=== retire_trace_buffer ===
--- src/rtl/trace_pkg.sv ---
`default_nettype none
// ============================================================================
//  Module      : trace_pkg
//  Description : Shared types for the retire trace buffer: the stored trace
//                entry layout and the capture state encoding.
//  Revision    : 1.0 - initial release
// ============================================================================
package trace_pkg;

    // Width of the PC / writeback data fields held in a trace entry. The
    // top-level XLEN parameter must match this value.
    localparam int TRACE_XLEN = 32;

    // One retired instruction as captured into the trace store.
    typedef struct packed {
        logic [TRACE_XLEN-1:0] pc;
        logic [31:0]           instr;
        logic                  we;
        logic [4:0]            rd;
        logic [TRACE_XLEN-1:0] data;
    } trace_entry_t;

    // Capture controller states.
    typedef enum logic [1:0] {
        IDLE    = 2'd0,
        ARMED   = 2'd1,
        CAPTURE = 2'd2,
        HALT    = 2'd3
    } trace_state_t;

    // A register write that targets x0 carries no architectural information.
    function automatic logic is_x0_write(input logic we, input logic [4:0] rd);
        return we && (rd == 5'd0);
    endfunction

endpackage
`default_nettype wire

--- src/rtl/trace_fifo.sv ---
`default_nettype none
// ============================================================================
//  Module      : trace_fifo
//  Description : Power-of-two circular store for trace entries. Supports a
//                simultaneous push/pop at any fill level and, when overwrite
//                is set, evicts the oldest entry to make room on a full push.
//  Revision    : 1.0 - initial release
// ============================================================================
module trace_fifo #(
    parameter int  DEPTH   = 16,
    parameter type ENTRY_T = logic [7:0],
    localparam int PTR_W   = $clog2(DEPTH),
    localparam int CNT_W   = PTR_W + 1
) (
    input  logic             clk,
    input  logic             reset,
    input  logic             push,
    input  logic             pop,
    input  logic             overwrite,
    input  ENTRY_T           push_data,
    output ENTRY_T           head,
    output logic             full,
    output logic             empty,
    output logic [CNT_W-1:0] count
);

    ENTRY_T           mem [DEPTH];
    logic [PTR_W-1:0] wr_ptr;
    logic [PTR_W-1:0] rd_ptr;
    logic [CNT_W-1:0] cnt;

    logic do_pop;
    logic evict;
    logic do_write;
    logic do_read;

    assign full  = (cnt == CNT_W'(DEPTH));
    assign empty = (cnt == '0);
    assign count = cnt;
    assign head  = mem[rd_ptr];

    // A full push is accepted when a slot frees this cycle or when the oldest
    // entry may be sacrificed; the eviction advances the read side as a pop.
    assign do_pop   = pop && !empty;
    assign evict    = push && full && !do_pop && overwrite;
    assign do_write = push && (!full || do_pop || overwrite);
    assign do_read  = do_pop || evict;

    // Pointer and occupancy bookkeeping; pointers wrap naturally at DEPTH.
    always_ff @(posedge clk) begin
        if (!reset) begin
            wr_ptr <= '0;
            rd_ptr <= '0;
            cnt    <= '0;
        end else begin
            if (do_write) begin
                wr_ptr <= wr_ptr + PTR_W'(1);
            end
            if (do_read) begin
                rd_ptr <= rd_ptr + PTR_W'(1);
            end
            if (do_write && !do_read) begin
                cnt <= cnt + CNT_W'(1);
            end else if (do_read && !do_write) begin
                cnt <= cnt - CNT_W'(1);
            end
        end
    end

    // Entry storage; contents are not reset, only the pointers are.
    always_ff @(posedge clk) begin
        if (do_write) begin
            mem[wr_ptr] <= push_data;
        end
    end

endmodule
`default_nettype wire

--- src/rtl/retire_trace_buffer.sv ---
`default_nettype none
// ============================================================================
//  Module      : retire_trace_buffer
//  Description : Captures retired instructions from the writeback stage into
//                a trace FIFO, optionally starting on a PC trigger, filtering
//                x0 writes and counting events lost to a full buffer.
//  Revision    : 1.0 - initial release
// ============================================================================
module retire_trace_buffer
    import trace_pkg::*;
#(
    parameter int XLEN      = TRACE_XLEN,
    parameter int DEPTH     = 16,
    parameter int OVERWRITE = 0,
    parameter int FILTER_X0 = 1
) (
    input  logic                     clk,
    input  logic                     reset,
    input  logic                     wb_valid,
    input  logic [XLEN-1:0]          wb_pc,
    input  logic [31:0]              wb_instr,
    input  logic                     wb_we,
    input  logic [4:0]               wb_rd,
    input  logic [XLEN-1:0]          wb_data,
    input  logic                     trig_en,
    input  logic [XLEN-1:0]          trig_pc,
    output logic                     out_valid,
    input  logic                     out_ready,
    output logic [XLEN-1:0]          out_pc,
    output logic [31:0]              out_instr,
    output logic                     out_we,
    output logic [4:0]               out_rd,
    output logic [XLEN-1:0]          out_data,
    output logic [$clog2(DEPTH):0]   count,
    output logic [15:0]              drop_cnt,
    output logic                     capturing
);

    trace_state_t state;
    trace_state_t state_next;

    trace_entry_t wr_entry;
    trace_entry_t head;

    logic x0_filtered;
    logic eligible;
    logic trig_hit;
    logic capture_now;
    logic push;
    logic pop;
    logic overflow;
    logic lost;
    logic fifo_full;
    logic fifo_empty;

    // Event qualification: the trigger-matching retire is captured itself.
    assign x0_filtered = (FILTER_X0 != 0) && is_x0_write(wb_we, wb_rd);
    assign eligible    = wb_valid && !x0_filtered;
    assign trig_hit    = (state == ARMED) && wb_valid && (wb_pc == trig_pc);
    assign capture_now = (state == CAPTURE) || trig_hit;
    assign push        = capture_now && eligible;

    // Head is visible only outside reset; gating also hides stale storage.
    assign out_valid = reset && !fifo_empty;
    assign pop       = out_valid && out_ready;

    // Events refused by a full buffer, evicted by overwrite, or arriving
    // after capture halted on overflow are all accounted as lost.
    assign overflow = push && fifo_full && !pop;
    assign lost     = overflow || (eligible && (state == HALT));

    assign wr_entry = '{pc: wb_pc, instr: wb_instr, we: wb_we, rd: wb_rd, data: wb_data};

    trace_fifo #(
        .DEPTH   (DEPTH),
        .ENTRY_T (trace_entry_t)
    ) u_fifo (
        .clk       (clk),
        .reset     (reset),
        .push      (push),
        .pop       (pop),
        .overwrite (OVERWRITE != 0),
        .push_data (wr_entry),
        .head      (head),
        .full      (fifo_full),
        .empty     (fifo_empty),
        .count     (count)
    );

    assign out_pc    = out_valid ? head.pc    : '0;
    assign out_instr = out_valid ? head.instr : '0;
    assign out_we    = out_valid ? head.we    : 1'b0;
    assign out_rd    = out_valid ? head.rd    : '0;
    assign out_data  = out_valid ? head.data  : '0;

    // Capture state register.
    always_ff @(posedge clk) begin
        if (!reset) begin
            state <= IDLE;
        end else begin
            state <= state_next;
        end
    end

    // Next-state and capture indication; capturing also covers the trigger cycle.
    always_comb begin
        state_next = state;
        capturing  = reset && capture_now;
        case (state)
            IDLE:    state_next = trig_en ? ARMED : CAPTURE;
            ARMED:   if (trig_hit) state_next = CAPTURE;
            CAPTURE: if (overflow && (OVERWRITE == 0)) state_next = HALT;
            HALT:    state_next = HALT;
            default: state_next = IDLE;
        endcase
    end

    // Saturating lost-event counter.
    always_ff @(posedge clk) begin
        if (!reset) begin
            drop_cnt <= '0;
        end else if (lost && (drop_cnt != 16'hFFFF)) begin
            drop_cnt <= drop_cnt + 16'd1;
        end
    end

endmodule
`default_nettype wire
--- config.mk ---
export PLATFORM = sky130hd
export DESIGN_NAME = retire_trace_buffer
export DESIGN_NICKNAME = d
export VERILOG_FILES = /design/src/rtl/trace_pkg.sv /design/src/rtl/trace_fifo.sv /design/src/rtl/retire_trace_buffer.sv
export SDC_FILE = /design/constraint.sdc
export NUM_CORES = 1
export LEC_CHECK = 0
export ABC_CLOCK_PERIOD_IN_PS = 17500
export CORE_UTILIZATION = 35
export DETAILED_ROUTE_END_ITERATION = 6
export GPL_ROUTABILITY_DRIVEN = 0
export PLACE_DENSITY = 0.53
export SYNTH_ARGS = -nofsm -noshare
export SYNTH_HDL_FRONTEND = slang
export SYNTH_SLANG_ARGS = --single-unit
--- constraint.sdc ---
create_clock -name clk -period 17.5 [get_ports clk]
set_input_delay 2.625 -clock clk [delete_from_list [all_inputs] [get_ports clk]]
set_output_delay 2.625 -clock clk [all_outputs]
set_load 0.01 [all_outputs]
==> results.toml <==
# generated from flow reports
[final_timing]
setup_tns_ps = 0
fin_skew_ps = 34.7

[final_layout]
largest_cell_class = "sequential cells"
logic_area_um2 = 13700
comb_share_pct = 18.2
buffers_excl_clock = 305

[placement]
dpl-instance-area_um2 = 69500

[drt]
drtIter0Drc = 2566
dr_wl_met3_mm = 7.72

[run_status]
status = "finished, final reports clean"

[power]
power_leader = "sequential cells"
cellInternalPower_mw = 7.43

[global_routing]
track_usage_pct = 17.5
met3_usage_pct = 3.08
antenna_found_initial = 29
grt_first_pass_wirelength_mm = 230

[clocking]
cts_tree = "yes"

[synthesis]
ys_types = 46

[worst_setup_path]
crit_chain = "clkdlybuf4s50_1 > inv_2 > a21oi_4 > buf_4 > buf_4 > and2_1 > clkdlybuf4s50_1"
==> cells by family (layout without fill, tap and decap cells) <==
| family | count (synthesis) | in the layout | synth area share (%) |
|---|---|---|---|
| and+or+nand+nor | 218 | 218 | 1.97 |
| adders and majority gates | 11 | 11 | 0.227 |
| DFF | 1667 | 1667 | 77.7 |
| muxes | 516 | 516 | 18.1 |
| xor gates and xnor gates | 41 | 41 | 0.561 |
| other | 0 | 5 | 0 |
| AOI/OAI and AO/OA | 41 | 41 | 0.403 |
| buffers and inverters | 140 | 622 | 1.08 |
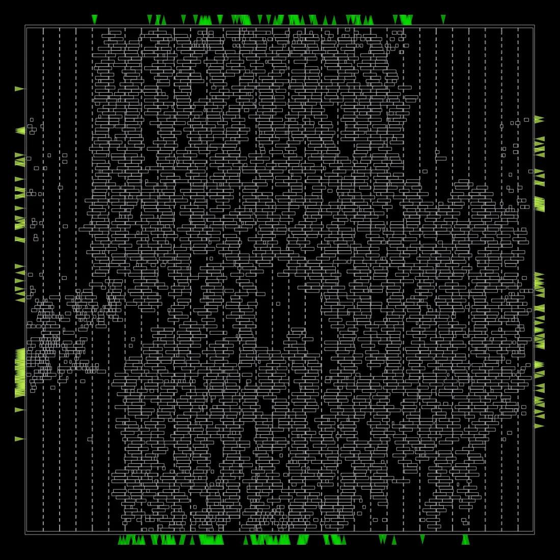
Figure 1: retire_trace_buffer, placed standard cells.
seq_cells: 1667
Finished Core Util: 41.4%
Cell Count, Final, Fillers Out: 5491
Seq area share: 66.3%

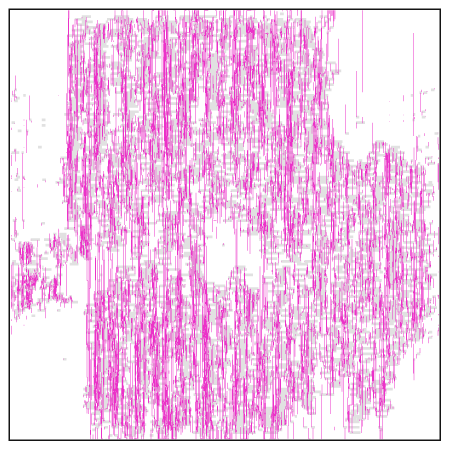
Figure 2: retire_trace_buffer, met2 routing.
Drawn at 1 px/um. Cells faint in the background.
- main direction: vertical
- nets with wire on the layer: 2893
- wire length on this layer: 82.5 mm


=== alu_result_collector ===
Figure 3. Met2 routing (alu_result_collector).
Drawn at 3 px/um. Cells faint in the background.
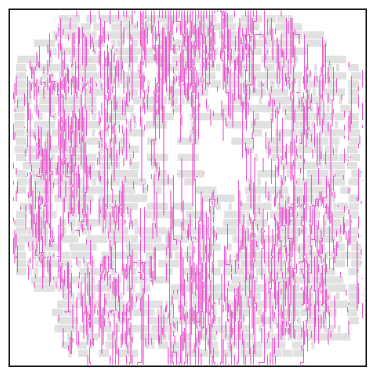
Figure 4. Placed standard cells (alu_result_collector).
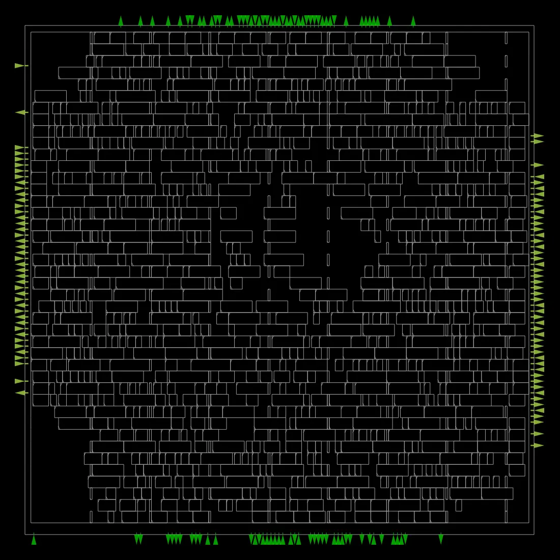
--- src/rtl/alu_result_collector.sv ---
// alu_result_collector: latches the 64-bit ALU result and streams it as 32-bit valid/ready beats, committing HI/LO for mul/div.
// Optional ALU_RESULT_FLAGS_EN adds zero_flag/neg_flag registered at capture.
module alu_result_collector #(
  parameter int DATA_W = 32,
  parameter logic [4:0] OPC_MUL = 5'b01110,
  parameter logic [4:0] OPC_DIV = 5'b01111,
  parameter int CNT_W = 8
) (
  input  logic                clk,
  input  logic                clr,
  input  logic [2*DATA_W-1:0] alu_result,
  input  logic [4:0]          opcode,
  input  logic                capture,
  output logic [DATA_W-1:0]   bus_out,
  output logic                bus_valid,
  input  logic                bus_ready,
  output logic                busy,
  output logic [DATA_W-1:0]   hi_reg,
  output logic [DATA_W-1:0]   lo_reg,
  output logic                drop_err,
  output logic [CNT_W-1:0]    result_count
`ifdef ALU_RESULT_FLAGS_EN
  ,
  output logic                zero_flag,
  output logic                neg_flag
`endif
);
  typedef enum logic [1:0] {IDLE, SEND_LO, SEND_HI} state_t;
  state_t state;
  logic [2*DATA_W-1:0] z;
  logic [4:0] op;
  logic hs, two, complete, accept;
  always_comb begin
    hs = bus_valid & bus_ready;
    two = (op == OPC_MUL) || (op == OPC_DIV);
    complete = hs && (state == SEND_HI || (state == SEND_LO && !two));
    accept = capture && (state == IDLE || complete);
  end
`ifdef ALU_RESULT_FLAGS_EN
  logic in_two;
  assign in_two = (opcode == OPC_MUL) || (opcode == OPC_DIV);
`endif
  always_ff @(posedge clk) begin
    if (clr) begin
      state <= IDLE;
      z <= '0;
      op <= '0;
      bus_out <= '0;
      bus_valid <= 1'b0;
      busy <= 1'b0;
      hi_reg <= '0;
      lo_reg <= '0;
      drop_err <= 1'b0;
      result_count <= '0;
`ifdef ALU_RESULT_FLAGS_EN
      zero_flag <= 1'b0;
      neg_flag <= 1'b0;
`endif
    end else begin
      // a completing handshake may accept the next capture with no bubble
      if (accept) begin
        state <= SEND_LO;
        z <= alu_result;
        op <= opcode;
        bus_out <= alu_result[DATA_W-1:0];
        bus_valid <= 1'b1;
        busy <= 1'b1;
`ifdef ALU_RESULT_FLAGS_EN
        zero_flag <= in_two ? (alu_result == '0) : (alu_result[DATA_W-1:0] == '0);
        neg_flag <= in_two ? alu_result[2*DATA_W-1] : alu_result[DATA_W-1];
`endif
      end else if (complete) begin
        state <= IDLE;
        bus_valid <= 1'b0;
        busy <= 1'b0;
      end else if (hs && state == SEND_LO) begin
        state <= SEND_HI;
        bus_out <= z[2*DATA_W-1:DATA_W];
      end
      if (complete) result_count <= result_count + CNT_W'(1);
      if (complete && state == SEND_HI) begin
        hi_reg <= z[2*DATA_W-1:DATA_W];
        lo_reg <= z[DATA_W-1:0];
      end
      if (capture && !accept) drop_err <= 1'b1;
    end
  end
endmodule

--- config.mk ---
export PLATFORM = sky130hd
export DESIGN_NAME = alu_result_collector
export DESIGN_NICKNAME = d
export VERILOG_FILES = /design/src/rtl/alu_result_collector.sv
export SDC_FILE = /design/constraint.sdc
export NUM_CORES = 1
export LEC_CHECK = 0
export CAP_MARGIN = 20
export CORE_UTILIZATION = 48
export CTS_BUF_LIST = sky130_fd_sc_hd__clkbuf_16
export DETAILED_ROUTE_END_ITERATION = 10
export HOLD_SLACK_MARGIN = 0.03
export PLACE_DENSITY = 0.8
export SYNTH_ARGS = -nofsm -noshare
export SYNTH_HDL_FRONTEND = slang
export SYNTH_SLANG_ARGS = --single-unit
export TNS_END_PERCENT = 10
--- constraint.sdc ---
create_clock -name clk -period 2.35 [get_ports clk]
set_clock_uncertainty 0.1 [all_clocks]
set_input_delay 0.3525 -clock clk [delete_from_list [all_inputs] [get_ports clk]]
set_output_delay 0.3525 -clock clk [all_outputs]
set_load 0.03 [all_outputs]
==> results.toml <==
# generated from flow reports
[run_status]
status = "finished, final reports clean"

[clocking]
cts_resized = 0
cts_root_buffer = "clkbuf_16"
cts_sinks = 176

[final_timing]
max_slew_margin_pct = 59.7
period_needed_ps = 2060
timing.final.max_slew_violations = 0
grt_setup_unrepaired = "no"

[flow_run]
openroad.warnings = 27

[worst_setup_path]
slowest_delay_ps = 730
crit_slowest_cell = "clkdlybuf4s50_1"
crit_chain = "clkdlybuf4s50_1"
crit_fanout = 7
startpoint_type = "flip-flop"

[power]
p_clk_share_pct = 40.9
power_leader = "sequential cells"
vdd_ir_drop_max_uv = 447

[final_layout]
nNetsFinal = 993
layout_top_cell = "nand2_1"

[drt]
drtAntennaViolNets = 0
drt-total-wl_mm = 17.2
dr_wl_met3_mm = 1.15

[global_routing]
grt_pass1_vias = 5501
grt_util_met2_pct = 41.2

[die]
core-area_um2 = 13200
fp.dieW_um = 119

[synthesis]
synthCells = 763
## Picture notes: Figure 3
- main direction: vertical
- wire length on this layer: 8400 um
- nets with wire on the layer: 836
- longest straight run: 56.4 um
- share of all routed wire: 49%

## Picture notes: Figure 4
# fillers: 1084
Tapcells: 176
Cell Count, Final, Fillers Out: 1106
Seq area share: 38.6%

==> layout make-up <==
cell class | count | area, um2
Fill cell | 1084 | 4120
Sequential cell | 176 | 3520
Multi-Input combinational cell | 521 | 2710
Timing Repair Buffer | 200 | 2060
Clock buffer | 17 | 425
Tap cell | 176 | 220
Clock inverter | 13 | 171
Inverter | 3 | 11.3
==> cells by family (layout without fill, tap and decap cells) <==
group                    Yosys count  after routing
buffers and inverters             66            233
flip-flops                       176            176
AND/OR/NAND/NOR                  330            330
multiplexers                       3              3
adder cells (fa/ha/maj)            1              1
AND-OR/OR-AND                    187            187


==> screenshots <==
Layout detail.
(a)
Region (195, 195) to (235, 235) um. Cells in grey, sequential cells in the stronger grey; small squares are vias.
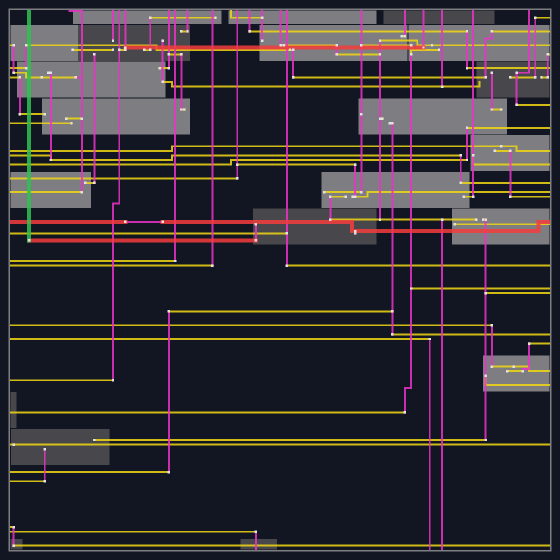
(b)
Region (39, 39) to (79, 79) um. Cells in grey, sequential cells in the stronger grey; small squares are vias.
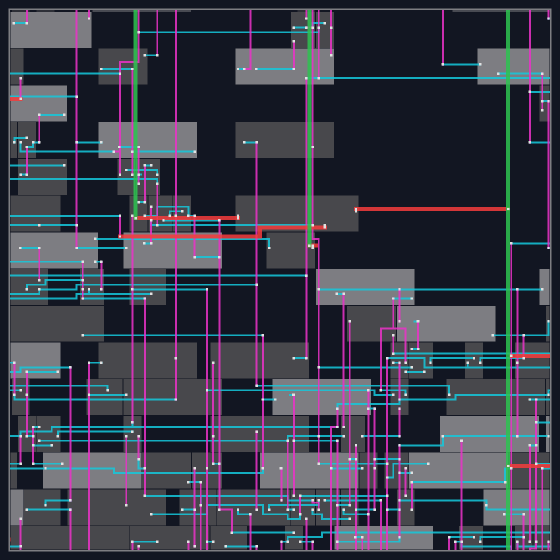
- retire_trace_buffer = (a)
- alu_result_collector = (b)

